=== block 1 ===
Figure 1. A small window of the routed layout (block 1).
Region (206, 60) to (231, 85) µm. Cells in grey, sequential cells in the stronger grey; small squares are vias.
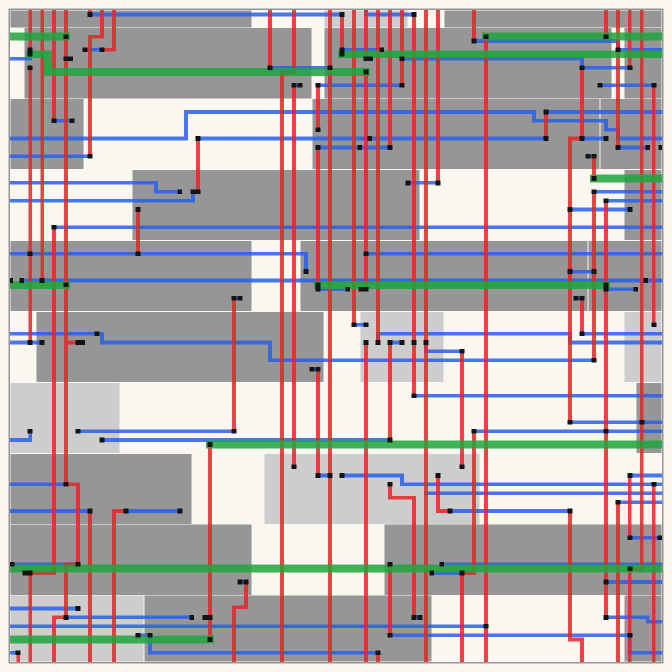

--- config.mk ---
export PLATFORM = sky130hd
export DESIGN_NAME = icache_direct_flat
export DESIGN_NICKNAME = d
export VERILOG_FILES = /design/src/rtl/icache_direct_if.sv /design/src/rtl/icache_direct.sv /design/src/flat_wrapper.sv
export SDC_FILE = /design/constraint.sdc
export NUM_CORES = 1
export LEC_CHECK = 0
export CORE_MARGIN = 8
export CORE_UTILIZATION = 50
export CTS_CLUSTER_DIAMETER = 150
export CTS_CLUSTER_SIZE = 25
export DETAILED_ROUTE_END_ITERATION = 10
export PLACE_DENSITY = 0.7
export SLEW_MARGIN = 20
export SYNTH_ARGS = -nofsm -noshare
export SYNTH_HDL_FRONTEND = slang
export SYNTH_SLANG_ARGS = --single-unit
--- constraint.sdc ---
create_clock -name CLK -period 8.1 [get_ports CLK]
set_input_delay 2.43 -clock CLK [delete_from_list [all_inputs] [get_ports CLK]]
set_output_delay 2.43 -clock CLK [all_outputs]
set_load 0.03 [all_outputs]
--- src/rtl/icache_direct_if.sv ---
// icache_direct_if
//   Groups the two buses of the direct-mapped instruction cache:
//     fetch port  : imemREN, imemaddr, iflush (to cache); ihit, imemload (from cache)
//     arbiter port: iREN, iaddr (from cache); iwait, iload (to cache)
//   Modports:
//     slave  - cache side (answers the fetch port, drives the arbiter port)
//     master - environment side (datapath fetch stage plus memory arbiter)
interface icache_direct_if;
    logic        imemREN;
    logic [31:0] imemaddr;
    logic        iflush;
    logic        ihit;
    logic [31:0] imemload;
    logic        iREN;
    logic [31:0] iaddr;
    logic        iwait;
    logic [31:0] iload;

    modport slave (
        input  imemREN, imemaddr, iflush, iwait, iload,
        output ihit, imemload, iREN, iaddr
    );

    modport master (
        output imemREN, imemaddr, iflush, iwait, iload,
        input  ihit, imemload, iREN, iaddr
    );
endinterface

--- src/rtl/icache_direct.sv ---
// icache_direct
//   Direct-mapped, read-only instruction cache. A hit is answered in the same
//   cycle as the request; a miss runs a single-word refill against the memory
//   arbiter. No dirty state is kept, so there is no writeback path.
// Ports:
//   CLK  - clock, all state updates on posedge
//   RST  - synchronous reset, active high
//   bus  - icache_direct_if.slave (fetch port + arbiter port)
//   hit_count / miss_count - saturating statistics counters, present only
//                            when the ICACHE_STATS_EN macro is defined
// Optional build macro: ICACHE_STATS_EN
module icache_direct #(
    parameter int SETS  = 16,
    parameter int IDX_W = 4
) (
    input  logic          CLK,
    input  logic          RST,
    icache_direct_if.slave bus
`ifdef ICACHE_STATS_EN
    ,
    output logic [31:0]   hit_count,
    output logic [31:0]   miss_count
`endif
);

    localparam int TAG_W = 32 - IDX_W - 2;

    typedef enum logic [0:0] {
        IDLE  = 1'b0,
        FETCH = 1'b1
    } state_t;

    state_t state, next_state;

    logic [TAG_W-1:0] tag_arr  [SETS];
    logic [31:0]      data_arr [SETS];
    logic [SETS-1:0]  valid;

    logic [TAG_W-1:0] miss_tag;
    logic [IDX_W-1:0] miss_idx;

    logic [IDX_W-1:0] req_idx;
    logic [TAG_W-1:0] req_tag;
    logic             hit;
    logic             start_miss;
    logic             fill_en;

    // The byte offset bits carry no information for word fetches.
    logic unused_byte_offset;
    assign unused_byte_offset = ^bus.imemaddr[1:0];

    assign req_idx = bus.imemaddr[IDX_W+1:2];
    assign req_tag = bus.imemaddr[31:IDX_W+2];

    // Lookup only counts as a hit while idle; a flush in the same cycle
    // suppresses it because the frame is about to become invalid.
    assign hit = bus.imemREN && (state == IDLE) && !bus.iflush &&
                 valid[req_idx] && (tag_arr[req_idx] == req_tag);

    assign start_miss = (state == IDLE) && bus.imemREN && !hit && !bus.iflush;

    // The refill lands only if the datapath still wants the instruction and
    // no flush is racing it; otherwise the fetch is abandoned.
    assign fill_en = (state == FETCH) && bus.imemREN && !bus.iwait && !bus.iflush;

    // State register
    always_ff @(posedge CLK) begin
        if (RST) begin
            state <= IDLE;
        end else begin
            state <= next_state;
        end
    end

    // Next-state logic: abort, flush and completion all return to IDLE so the
    // current address is looked up afresh.
    always_comb begin
        next_state = state;
        unique case (state)
            IDLE: begin
                if (start_miss) begin
                    next_state = FETCH;
                end
            end
            FETCH: begin
                if (bus.iflush || !bus.imemREN || !bus.iwait) begin
                    next_state = IDLE;
                end
            end
            default: next_state = IDLE;
        endcase
    end

    // Outputs: iREN and iaddr decode only registered state, which keeps the
    // arbiter request free of any combinational path from the fetch port.
    always_comb begin
        bus.ihit     = hit;
        bus.imemload = data_arr[req_idx];
        bus.iREN     = (state == FETCH);
        bus.iaddr    = {miss_tag, miss_idx, 2'b00};
    end

    // Miss address is captured when the refill starts and held so pipeline
    // address changes during FETCH cannot redirect the refill.
    always_ff @(posedge CLK) begin
        if (RST) begin
            miss_tag <= '0;
            miss_idx <= '0;
        end else if (start_miss) begin
            miss_tag <= req_tag;
            miss_idx <= req_idx;
        end
    end

    // Valid bits: flush clears everything and takes priority over a fill.
    always_ff @(posedge CLK) begin
        if (RST || bus.iflush) begin
            valid <= '0;
        end else if (fill_en) begin
            valid[miss_idx] <= 1'b1;
        end
    end

    // Tag and data arrays are never cleared; valid bits guard them.
    always_ff @(posedge CLK) begin
        if (fill_en && !RST) begin
            tag_arr[miss_idx]  <= miss_tag;
            data_arr[miss_idx] <= bus.iload;
        end
    end

`ifdef ICACHE_STATS_EN
    // Statistics counters saturate instead of wrapping and survive flushes.
    always_ff @(posedge CLK) begin
        if (RST) begin
            hit_count  <= '0;
            miss_count <= '0;
        end else begin
            if (hit && (hit_count != 32'hFFFF_FFFF)) begin
                hit_count <= hit_count + 32'd1;
            end
            if (start_miss && (miss_count != 32'hFFFF_FFFF)) begin
                miss_count <= miss_count + 32'd1;
            end
        end
    end
`endif

endmodule
--- src/flat_wrapper.sv ---
// flat-port wrapper written by rule: the top's interface ports become plain ports
module icache_direct_flat 
#(
    parameter int SETS  = 16,
    parameter int IDX_W = 4
)
  (CLK, RST, bus_imemREN, bus_imemaddr, bus_iflush, bus_iwait, bus_iload, bus_ihit, bus_imemload, bus_iREN, bus_iaddr);
  icache_direct_if bus_i ();
  input  logic CLK;
  input  logic RST;
  input wire logic [$bits(bus_i.imemREN)-1:0] bus_imemREN;
  input wire logic [$bits(bus_i.imemaddr)-1:0] bus_imemaddr;
  input wire logic [$bits(bus_i.iflush)-1:0] bus_iflush;
  input wire logic [$bits(bus_i.iwait)-1:0] bus_iwait;
  input wire logic [$bits(bus_i.iload)-1:0] bus_iload;
  output wire logic [$bits(bus_i.ihit)-1:0] bus_ihit;
  output wire logic [$bits(bus_i.imemload)-1:0] bus_imemload;
  output wire logic [$bits(bus_i.iREN)-1:0] bus_iREN;
  output wire logic [$bits(bus_i.iaddr)-1:0] bus_iaddr;
  assign bus_i.imemREN = bus_imemREN;
  assign bus_i.imemaddr = bus_imemaddr;
  assign bus_i.iflush = bus_iflush;
  assign bus_i.iwait = bus_iwait;
  assign bus_i.iload = bus_iload;
  assign bus_ihit = bus_i.ihit;
  assign bus_imemload = bus_i.imemload;
  assign bus_iREN = bus_i.iREN;
  assign bus_iaddr = bus_i.iaddr;
  icache_direct #(.SETS(SETS), .IDX_W(IDX_W)) u_core (.CLK(CLK), .RST(RST), .bus(bus_i));
endmodule
=== block 2 ===
[src/rtl/mac_pkg.sv]
// Shared types and helpers for the multi-lane MAC engine: FSM state encoding,
// product-width rule and the saturation limits used by every lane.
package mac_pkg;

    typedef enum logic [1:0] {
        IDLE  = 2'd0,
        ACCUM = 2'd1,
        DONE  = 2'd2
    } mac_state_e;

    // Widest accumulator the limit helpers can describe; callers cast down to their width.
    localparam int LIMIT_W = 128;

    // Full-precision product width for a DATA_WIDTH x DATA_WIDTH multiply.
    function automatic int prod_width(input int data_width);
        return 2 * data_width;
    endfunction

    function automatic logic [LIMIT_W-1:0] max_unsigned(input int width);
        return {LIMIT_W{1'b1}} >> (LIMIT_W - width);
    endfunction

    function automatic logic [LIMIT_W-1:0] max_signed(input int width);
        return {LIMIT_W{1'b1}} >> (LIMIT_W - width + 1);
    endfunction

    function automatic logic [LIMIT_W-1:0] min_signed(input int width);
        return {{(LIMIT_W-1){1'b0}}, 1'b1} << (width - 1);
    endfunction

endpackage

[src/rtl/mac_lane.sv]
// One MAC lane: a*b extended to ACC_WIDTH+1, added to the accumulator, with
// overflow detection, saturate/wrap selection and a sticky overflow flag.
module mac_lane
    import mac_pkg::*;
#(
    parameter int DATA_WIDTH = 8,
    parameter int ACC_WIDTH  = 3 * DATA_WIDTH
) (
    input  logic                  clk,
    input  logic                  rst,
    input  logic                  clear,
    input  logic                  en,
    input  logic                  is_signed,
    input  logic                  sat,
    input  logic [DATA_WIDTH-1:0] a,
    input  logic [DATA_WIDTH-1:0] b,
    output logic [ACC_WIDTH-1:0]  acc,
    output logic                  ovf
);

    localparam int PROD_WIDTH = prod_width(DATA_WIDTH);
    localparam logic [ACC_WIDTH-1:0] ACC_UMAX = ACC_WIDTH'(max_unsigned(ACC_WIDTH));
    localparam logic [ACC_WIDTH-1:0] ACC_SMAX = ACC_WIDTH'(max_signed(ACC_WIDTH));
    localparam logic [ACC_WIDTH-1:0] ACC_SMIN = ACC_WIDTH'(min_signed(ACC_WIDTH));

    logic [PROD_WIDTH-1:0] a_ext;
    logic [PROD_WIDTH-1:0] b_ext;
    logic [PROD_WIDTH-1:0] prod;
    logic [ACC_WIDTH:0]    prod_ext;
    logic [ACC_WIDTH:0]    acc_ext;
    logic [ACC_WIDTH:0]    sum;
    logic                  sum_ovf;
    logic [ACC_WIDTH-1:0]  acc_next;

    // The low PROD_WIDTH bits of the product of the extended operands are exact
    // for both signed and unsigned interpretation.
    always_comb begin
        a_ext    = {{DATA_WIDTH{is_signed & a[DATA_WIDTH-1]}}, a};
        b_ext    = {{DATA_WIDTH{is_signed & b[DATA_WIDTH-1]}}, b};
        prod     = a_ext * b_ext;
        prod_ext = {{(ACC_WIDTH + 1 - PROD_WIDTH){is_signed & prod[PROD_WIDTH-1]}}, prod};
        acc_ext  = {is_signed & acc[ACC_WIDTH-1], acc};
        sum      = acc_ext + prod_ext;
        sum_ovf  = is_signed ? (sum[ACC_WIDTH] ^ sum[ACC_WIDTH-1]) : sum[ACC_WIDTH];

        acc_next = sum[ACC_WIDTH-1:0];
        if (sum_ovf && sat) begin
            if (!is_signed)
                acc_next = ACC_UMAX;
            else
                acc_next = sum[ACC_WIDTH] ? ACC_SMIN : ACC_SMAX;
        end
    end

    // NOTE: sequential state uses non-blocking assignments so every register
    // samples the pre-edge values regardless of process evaluation order.
    always_ff @(posedge clk) begin
        if (rst || clear) begin
            acc <= '0;
            ovf <= 1'b0;
        end else if (en) begin
            acc <= acc_next;
            ovf <= ovf | sum_ovf;
        end
    end

endmodule

[src/rtl/mac_vec_engine.sv]
// Multi-lane dot-product engine: IDLE/ACCUM/DONE control, beat counter and
// per-job config latches driving LANES independent mac_lane instances.
module mac_vec_engine
    import mac_pkg::*;
#(
    parameter int DATA_WIDTH = 8,
    parameter int LANES      = 4,
    parameter int ACC_WIDTH  = 3 * DATA_WIDTH,
    parameter int LEN_WIDTH  = 8
) (
    input  logic                        clk,
    input  logic                        rst,
    input  logic                        start,
    input  logic [LEN_WIDTH-1:0]        len,
    input  logic                        cfg_signed,
    input  logic                        cfg_sat,
    input  logic                        in_valid,
    output logic                        in_ready,
    input  logic [LANES*DATA_WIDTH-1:0] a_vec,
    input  logic [LANES*DATA_WIDTH-1:0] b_vec,
    output logic                        out_valid,
    input  logic                        out_ready,
    output logic [LANES*ACC_WIDTH-1:0]  out_acc,
    output logic [LANES-1:0]            out_ovf,
    output logic                        busy
);

    mac_state_e           state;
    mac_state_e           next_state;
    logic [LEN_WIDTH-1:0] beat_cnt;
    logic                 signed_q;
    logic                 sat_q;
    logic                 job_start;
    logic                 beat;

    assign job_start = (state == IDLE) && start;
    assign beat      = in_valid && in_ready;

    always_ff @(posedge clk) begin
        if (rst)
            state <= IDLE;
        else
            state <= next_state;
    end

    // NOTE: next_state is defaulted before the case so no path leaves it
    // unassigned, which would otherwise infer a latch.
    always_comb begin
        next_state = state;
        case (state)
            IDLE:    if (start) next_state = (len != '0) ? ACCUM : DONE;
            ACCUM:   if (beat && beat_cnt == LEN_WIDTH'(1)) next_state = DONE;
            DONE:    if (out_ready) next_state = IDLE;
            default: next_state = IDLE;
        endcase
    end

    always_comb begin
        in_ready  = 1'b0;
        out_valid = 1'b0;
        busy      = 1'b0;
        case (state)
            ACCUM: begin
                in_ready = 1'b1;
                busy     = 1'b1;
            end
            DONE: begin
                out_valid = 1'b1;
                busy      = 1'b1;
            end
            default: ;
        endcase
    end

    always_ff @(posedge clk) begin
        if (rst) begin
            beat_cnt <= '0;
            signed_q <= 1'b0;
            sat_q    <= 1'b0;
        end else if (job_start) begin
            beat_cnt <= len;
            signed_q <= cfg_signed;
            sat_q    <= cfg_sat;
        end else if (beat) begin
            beat_cnt <= beat_cnt - LEN_WIDTH'(1);
        end
    end

    // Lane registers hold their value outside ACCUM, so out_acc stays stable in DONE and IDLE.
    for (genvar i = 0; i < LANES; i++) begin : g_lane
        mac_lane #(
            .DATA_WIDTH (DATA_WIDTH),
            .ACC_WIDTH  (ACC_WIDTH)
        ) u_lane (
            .clk       (clk),
            .rst       (rst),
            .clear     (job_start),
            .en        (beat),
            .is_signed (signed_q),
            .sat       (sat_q),
            .a         (a_vec[i*DATA_WIDTH +: DATA_WIDTH]),
            .b         (b_vec[i*DATA_WIDTH +: DATA_WIDTH]),
            .acc       (out_acc[i*ACC_WIDTH +: ACC_WIDTH]),
            .ovf       (out_ovf[i])
        );
    end

endmodule

[config.mk]
export PLATFORM = sky130hd
export DESIGN_NAME = mac_vec_engine
export DESIGN_NICKNAME = d
export VERILOG_FILES = /design/src/rtl/mac_pkg.sv /design/src/rtl/mac_lane.sv /design/src/rtl/mac_vec_engine.sv
export SDC_FILE = /design/constraint.sdc
export NUM_CORES = 1
export LEC_CHECK = 0
export CELL_PAD_IN_SITES_DETAIL_PLACEMENT = 0
export CELL_PAD_IN_SITES_GLOBAL_PLACEMENT = 1
export CORE_UTILIZATION = 45
export DETAILED_ROUTE_END_ITERATION = 7
export PLACE_DENSITY = 0.93
export RECOVER_POWER = 100
export SLEW_MARGIN = 40
export SYNTH_ARGS = -nofsm -noshare
export SYNTH_HDL_FRONTEND = slang
export SYNTH_SLANG_ARGS = --single-unit
[constraint.sdc]
create_clock -name clk -period 12 [get_ports clk]
set_input_delay 1.8 -clock clk [delete_from_list [all_inputs] [get_ports clk]]
set_output_delay 1.8 -clock clk [all_outputs]
set_load 0.005 [all_outputs]
Figure 2. Congestion heat map (block 1).
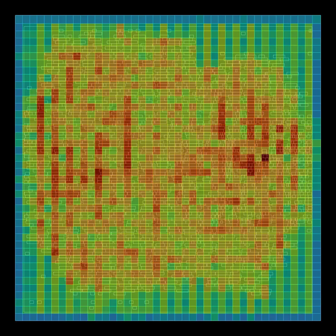
met2 Resource Use GR: 31.80%
GRT Max-Usage Layer: met2
M3 GR Usage: 3.291%

## Picture notes: Figure 1
green -> metal 3
blue -> metal 1
red -> metal 2
netlist names of flops here include = `u_core.tag_arr` (11)
sequential cells in the window = 11
cells with their middle in the window = 15
most frequent = edfxtp_1 (11), mux4_2 (2)

==> qor.yml, block 1 <==
sta:
  worst_pin_slew_ns: 1.154
  post-route-period-util_pct: 97.09
  clock_skew_ns: 0.01744
  final_hold_viol_count: 0
  min_period_ns: 7.865
  final.setup.worst_slack_ns: 0.2354
worst_setup_path:
  cp-end-kind: "output pin"
  worstPathRequired_ns: 5.67
final_layout:
  nNonClkBuffers: 208
  layout.nets: 1939
  insertedDiodeCount: 0
  fillers: 5434
  largest_reg_flops: 512
  area_growth_pct: 10.72
  seq_area_share_pct: 68.92
synth:
  yosys_area_um2: 37750
  syn_area_per_cell_um2: 22.08
  netlist.top_cell.by_area: "edfxtp_1"
  ys.flop_type: "edfxtp_1"
  topCellsByArea: "edfxtp_1 74%, mux4_2 15%, dfxtp_1 2.5%"
  yosys_cells: 1710
  synth.cell_area_um2: 37750
  synth_cell_types: 58
  synthTopCellsByCount: "928 x edfxtp_1, 248 x mux4_2, 47 x dfxtp_1, 47 x mux2i_1, 43 x nor2_1"
pwr:
  peakVddDrop_mv: 0.1837
  switching_power_w: 0.001776
  power_frac_comb_pct: 6.4
  p_seq_w: 0.00554
  powerClk_w: 0.00246
  clkPwrFrac_pct: 28.8
  seq_power_share_pct: 64.9
place:
  hpwlAfterDp_um: 48010
  gp_congestion: 0.7889
grt:
  grt_pass1_vias: 18350
  grt_pass1_wl_um: 124500
  antenna_found_initial: 4
clock_tree:
  clockBufferDepth: 3
  cts.sinks: 975
  post_cts_buffers: 0
  cts.clk_slew.worst_paths_ns: 0.10
  clock_latency_ns: 0.61
  h-tree-depth: 2
floorplan:
  die_h_um: 290.8
  die-width_um: 290.8
  rows: 100
  die_area_um2: 84550
drt:
  routedWlPerCell_um: 29.71
  totalWireLength_um: 84800
  drt_iter0_drc: 2144
worst_hold_path:
  min_path_cells: 2
flow_run:
  maxCapViolations: 0
status:
  outcome: "finished, final reports clean"
block 1: kinds of logic (layout without fill, tap and decap cells):
logic type      count (synthesis)  count (layout)  synth area share, %
xor+xnor                       40              40               0.9280
mux                           306             306                16.37
simple gates                  149             149                2.018
flops                         975             975                76.31
compound gates                140             140                3.009
other cells                     1               2             0.009933
buf+inv                        99             273                1.359
block 1: path summary, 6_finish.rpt:
check / slack (ns) / to
setup / recovery: 0.24 / bus_ihit
hold / removal: 0.49 / u_core.valid[8]$_SDFFE_PP0P_
setup reg to reg: 4.76 / u_core.miss_tag[11]$_SDFFE_PP0P_
hold reg to reg: 0.49 / u_core.valid[8]$_SDFFE_PP0P_
block 1: critical path, cell delays in order:
cell and delay [ns]:
buf_8 0.37, buf_4 0.46, mux4_2 0.55, mux2i_1 0.19, mux2i_1 0.18, xnor2_1 0.17, nand2_1 0.08, nor4_2 0.38
nand4_4 0.17, inv_1 0.13, buf_4 0.17
block 1: routing by layer:
metal  track usage, %  wire (µm)  vias to the layer above
met3            3.291       6060                       90
met4            3.632       1230                        8
li1                 -          -                     7440
met2            31.80      41230                      667
met1            28.73      36230                     9675
met5                0         50                        -
Figure 3. Congestion heat map (block 2).
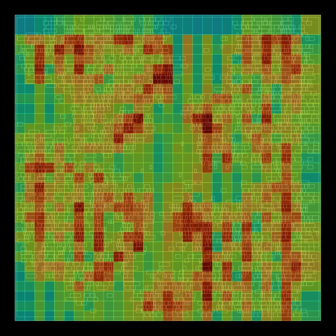
met1 Use GR: 28.23%
GRT Max-Usage Layer: met2
WL/cell: 15.82 µm

==> qor.yml, block 2 <==
synth:
  simple_gate_area_share_pct: 18.12
  topCellsByArea: "fa_1 25%, ha_1 12%, dfxtp_1 11%"
  edf_count: 0
  syn_area_per_cell_um2: 8.188
  yosys.area_share.adder_pct: 37.85
final_layout:
  regMostFlops: "g_lane.u_lane.acc"
  design_area_um2: 22690
sta:
  slew_viol_final: 135
place:
  hpwlAfterDp_um: 40430
worst_setup_path:
  cp-end-kind: "flip-flop"
  max_stage_delay_ns: 0.81
floorplan:
  die-width_um: 213.8
status:
  outcome: "finished with violations"
  violations: "max-capacitance violations, max-slew violations"
pwr:
  peakVddDrop_mv: 0.09210
flow_run:
  maxCapViolations: 3
block 2: worst min path at each step:
stage          slack [ns]                                 to  depth (start not counted)
2_1_floorplan        0.43  g_lane[2].u_lane.ovf$_SDFFE_PP0P_                          2
3_3_place_gp         0.44  g_lane[2].u_lane.ovf$_SDFFE_PP0P_                          2
3_5_place_dp         0.44  g_lane[2].u_lane.ovf$_SDFFE_PP0P_                          2
4_1_cts              0.46  g_lane[2].u_lane.ovf$_SDFFE_PP0P_                          2
5_1_grt              0.48  g_lane[2].u_lane.ovf$_SDFFE_PP0P_                          2
6_report             0.46  g_lane[2].u_lane.ovf$_SDFFE_PP0P_                          2
block 2: power by group:
part / switching, W / internal [W]
Sequential: 0.0000302 / 0.000398
Combinational: 0.00165 / 0.00130
Clock: 0.000156 / 0.000226
Total: 0.00184 / 0.00192
block 2: cell type report:
class / count / area [µm²]
multi-input combinational: 1900 / 16130
timing repair buffer: 191 / 1883
clock buffer: 10 / 229.0
sequential: 112 / 2243
inverter: 357 / 1340
tap: 592 / 740.7
clock inverter: 5 / 128.9
fill: 4163 / 21530

=== block 3 ===
Figure 4. A small window of the routed layout (block 3).
Region (76, 6) to (101, 31) µm. Cells in grey, sequential cells in the stronger grey; small squares are vias.
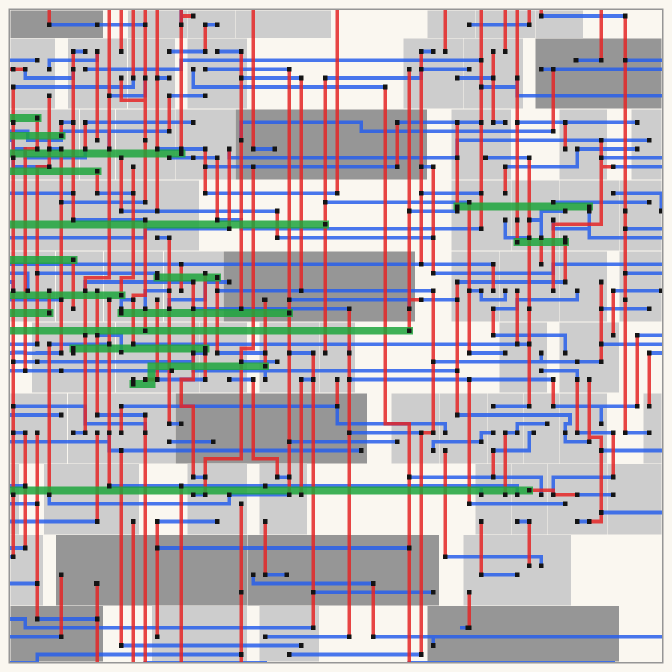
Figure 5. Congestion heat map (block 3).
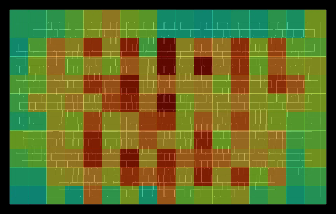
Figure 6. Wiring by layer (block 3).
Only two layers are drawn.
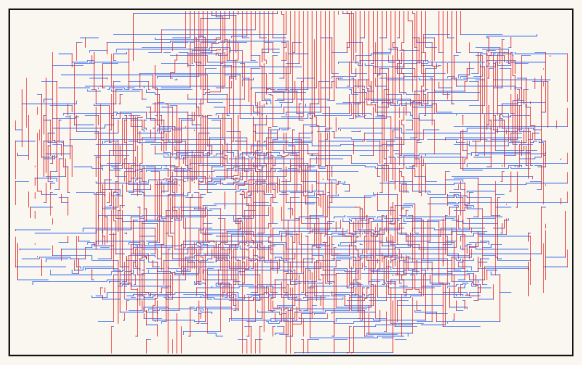
### src/rtl/otter_test_ctrl.sv
// otter_test_ctrl: OTTER core reset sequencing and tohost pass/fail/timeout monitor.
// Optional OTTER_TEST_CTRL_INSTRET_EN adds a retired-instruction counter.
module otter_test_ctrl #(
    parameter int unsigned RST_CYCLES = 20,
    parameter int unsigned TIMEOUT_CYCLES = 100,
    parameter int ADDR_W = 32,
    parameter int DATA_W = 32,
    parameter logic [ADDR_W-1:0] TOHOST_ADDR = ADDR_W'(32'h0000_1000)
) (
    input  logic              CLK,
    input  logic              RST,
    input  logic              MEM_WE,
    input  logic [ADDR_W-1:0] MEM_ADDR,
    input  logic [DATA_W-1:0] MEM_DIN,
`ifdef OTTER_TEST_CTRL_INSTRET_EN
    input  logic              INSTRET,
    output logic [31:0]       INSTRET_COUNT,
`endif
    output logic              CPU_RST,
    output logic              DONE,
    output logic              PASS,
    output logic              TIMEOUT,
    output logic [DATA_W-2:0] FAIL_CODE,
    output logic [31:0]       CYCLE_COUNT
);
    localparam logic [1:0] HOLD = 2'd0, RUN = 2'd1, FINISHED = 2'd2;
    localparam logic [15:0] HOLD_LAST = 16'(RST_CYCLES - 1);
    localparam logic [31:0] TO_LAST = 32'(TIMEOUT_CYCLES - 1);
    logic [1:0] state;
    logic [15:0] hold_cnt;
    logic hit, pass_hit, fail_hit, expire;
    always_comb begin
        hit = state == RUN && MEM_WE && MEM_ADDR == TOHOST_ADDR;
        pass_hit = hit && MEM_DIN == DATA_W'(1);
        // unsigned value above 1 excludes both the ignored 0 and the pass 1
        fail_hit = hit && MEM_DIN > DATA_W'(1);
        expire = state == RUN && CYCLE_COUNT == TO_LAST;
    end
    always_ff @(posedge CLK) begin
        if (RST) begin
            state <= HOLD;
            hold_cnt <= '0;
            CYCLE_COUNT <= '0;
            DONE <= 1'b0;
            PASS <= 1'b0;
            TIMEOUT <= 1'b0;
            FAIL_CODE <= '0;
            CPU_RST <= 1'b1;
        end else if (state == HOLD) begin
            hold_cnt <= hold_cnt + 16'd1;
            if (hold_cnt == HOLD_LAST) begin
                state <= RUN;
                CPU_RST <= 1'b0;
            end
        end else if (state == RUN) begin
            if (pass_hit || fail_hit || expire) begin
                state <= FINISHED;
                CPU_RST <= 1'b1;
                DONE <= 1'b1;
                PASS <= pass_hit;
                TIMEOUT <= !pass_hit && !fail_hit;
                FAIL_CODE <= fail_hit ? MEM_DIN[DATA_W-1:1] : '0;
            end else if (CYCLE_COUNT != '1) begin
                CYCLE_COUNT <= CYCLE_COUNT + 32'd1;
            end
        end
    end
`ifdef OTTER_TEST_CTRL_INSTRET_EN
    always_ff @(posedge CLK) begin
        if (RST)
            INSTRET_COUNT <= '0;
        else if (state == RUN && INSTRET && INSTRET_COUNT != '1)
            INSTRET_COUNT <= INSTRET_COUNT + 32'd1;
    end
`endif
endmodule

### config.mk
export PLATFORM = sky130hd
export DESIGN_NAME = otter_test_ctrl
export DESIGN_NICKNAME = d
export VERILOG_FILES = /design/src/rtl/otter_test_ctrl.sv
export SDC_FILE = /design/constraint.sdc
export NUM_CORES = 1
export LEC_CHECK = 0
export CAP_MARGIN = 20
export CORE_ASPECT_RATIO = 0.6
export CORE_MARGIN = 2
export CORE_UTILIZATION = 49
export DETAILED_ROUTE_END_ITERATION = 16
export PLACE_DENSITY = 0.86
export SKIP_CTS_REPAIR_TIMING = 1
export SLEW_MARGIN = 25
export SYNTH_ARGS = -nofsm -noshare
export SYNTH_HDL_FRONTEND = slang
export SYNTH_SLANG_ARGS = --single-unit
### constraint.sdc
create_clock -name CLK -period 4.2 [get_ports CLK]
set_input_delay 0.84 -clock CLK [delete_from_list [all_inputs] [get_ports CLK]]
set_output_delay 0.84 -clock CLK [all_outputs]
set_load 0.05 [all_outputs]
==> qor.yml <==
floorplan:
  rows: 24
synth:
  synthCells: 458
  synth_flop_count: 85
  ys_warn_count: 0
worst_setup_path:
  ff2ff_path_depth: 6
  path_cells: "clkdlybuf4s50_1 -> nor4_1 -> and4_1 -> nand3b_1 -> a211o_2 -> nor4_1 -> mux2_2"
  cp-start-kind: "primary input"
  critPathKind: "primary input to flip-flop"
pwr:
  switching_power_w: 0.0003353
  seq_power_share_pct: 48.5
clock_tree:
  cts_root_buffer: "clkbuf_16"
final_layout:
  comb_area_um2: 2028
sta:
  final.setup.worst_slack_ns: 0.7328
  rsz0062_at_grt: "false"
place:
  dpl-instance-area_um2: 5254
status:
  outcome: "finished, final reports clean"
flow_run:
  maxCapViolations: 0
## Picture notes: Figure 4
red -> metal 2
green -> metal 3
blue -> metal 1
sequential cells in the window = 7
netlist names of flops here include = `CYCLE_COUNT` (7)
most frequent = nand4_1 (9), dfxtp_1 (7)
cells with their middle in the window = 57

## Picture notes: Figure 5
Layout Utilization: 74.33%
WL/cell: 17.82 µm

## Picture notes: Figure 6
blue -> metal 1  # wire length 5240 µm
red -> metal 2  # wire length 5730 µm

[cells by family after synthesis]
logic type	count (synthesis)
mux	10
simple gates	227
compound gates	92
fa+ha+maj	2
buf+inv	31
xor+xnor	11
flops	85
[through the flow]
step,utilization [%],cells,hold WS (ns)
6_report,74.33,690,0.4463
3_3_place_gp,70.55,676,0.4342
3_5_place_dp,70.55,676,0.4467
5_1_grt,74.33,690,0.4835
4_1_cts,74.33,690,0.4555
2_1_floorplan,-,458,0.4439
[metal layers]
layer / vias to the layer above / GRT usage (%) / share of wire [%]
met1: 1975 / 37.19 / 43
li1: 1945 / - / -
met5: - / 0 / 0
met3: 25 / 8.594 / 9.1
met2: 203 / 47.72 / 47
met4: 0 / 8.995 / 1.7
[tightest hold or removal path: stages (launching register included)]
cell and delay [ns]:
dfxtp_1 0.30, inv_1 0.05, a21oi_1 0.05
[path summary, 6_finish.rpt]
| check | end |
|---|---|
| worst min register to register | DONE$_SDFFE_PP0P_ |
| worst max-delay path | CYCLE_COUNT[12]$_SDFFE_PP0P_ |
| worst max register to register | CYCLE_COUNT[0]$_SDFFE_PP0P_ |
| worst min-delay path | DONE$_SDFFE_PP0P_ |


==> notes/layouts.md <==
Pictures saved along the way, in no particular order.

Met4 routing.
Cells faint in the background.
image #1
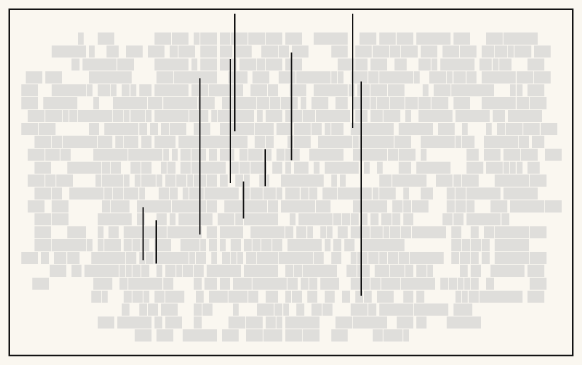
image #2
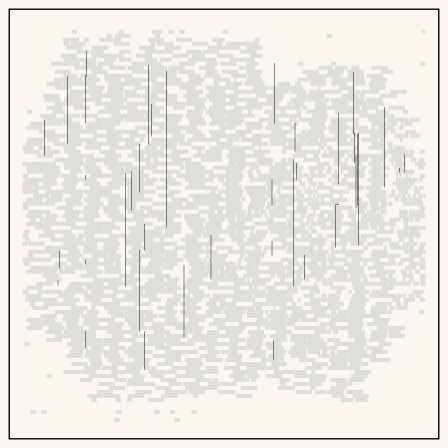
image #3
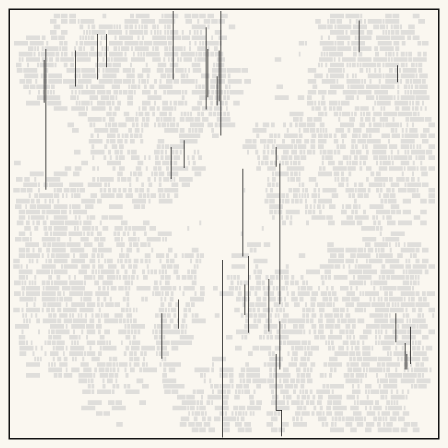
Image #1 is block 3.
Image #3 is block 2.
Image #2 is block 1.

Key to image #2:
longest straight run = 106 µm
wire length on this layer = 1230 µm
main direction = vertical
share of all routed wire = 1.5%

Power figures rest on the tool's default switching activity, not on a simulated workload.
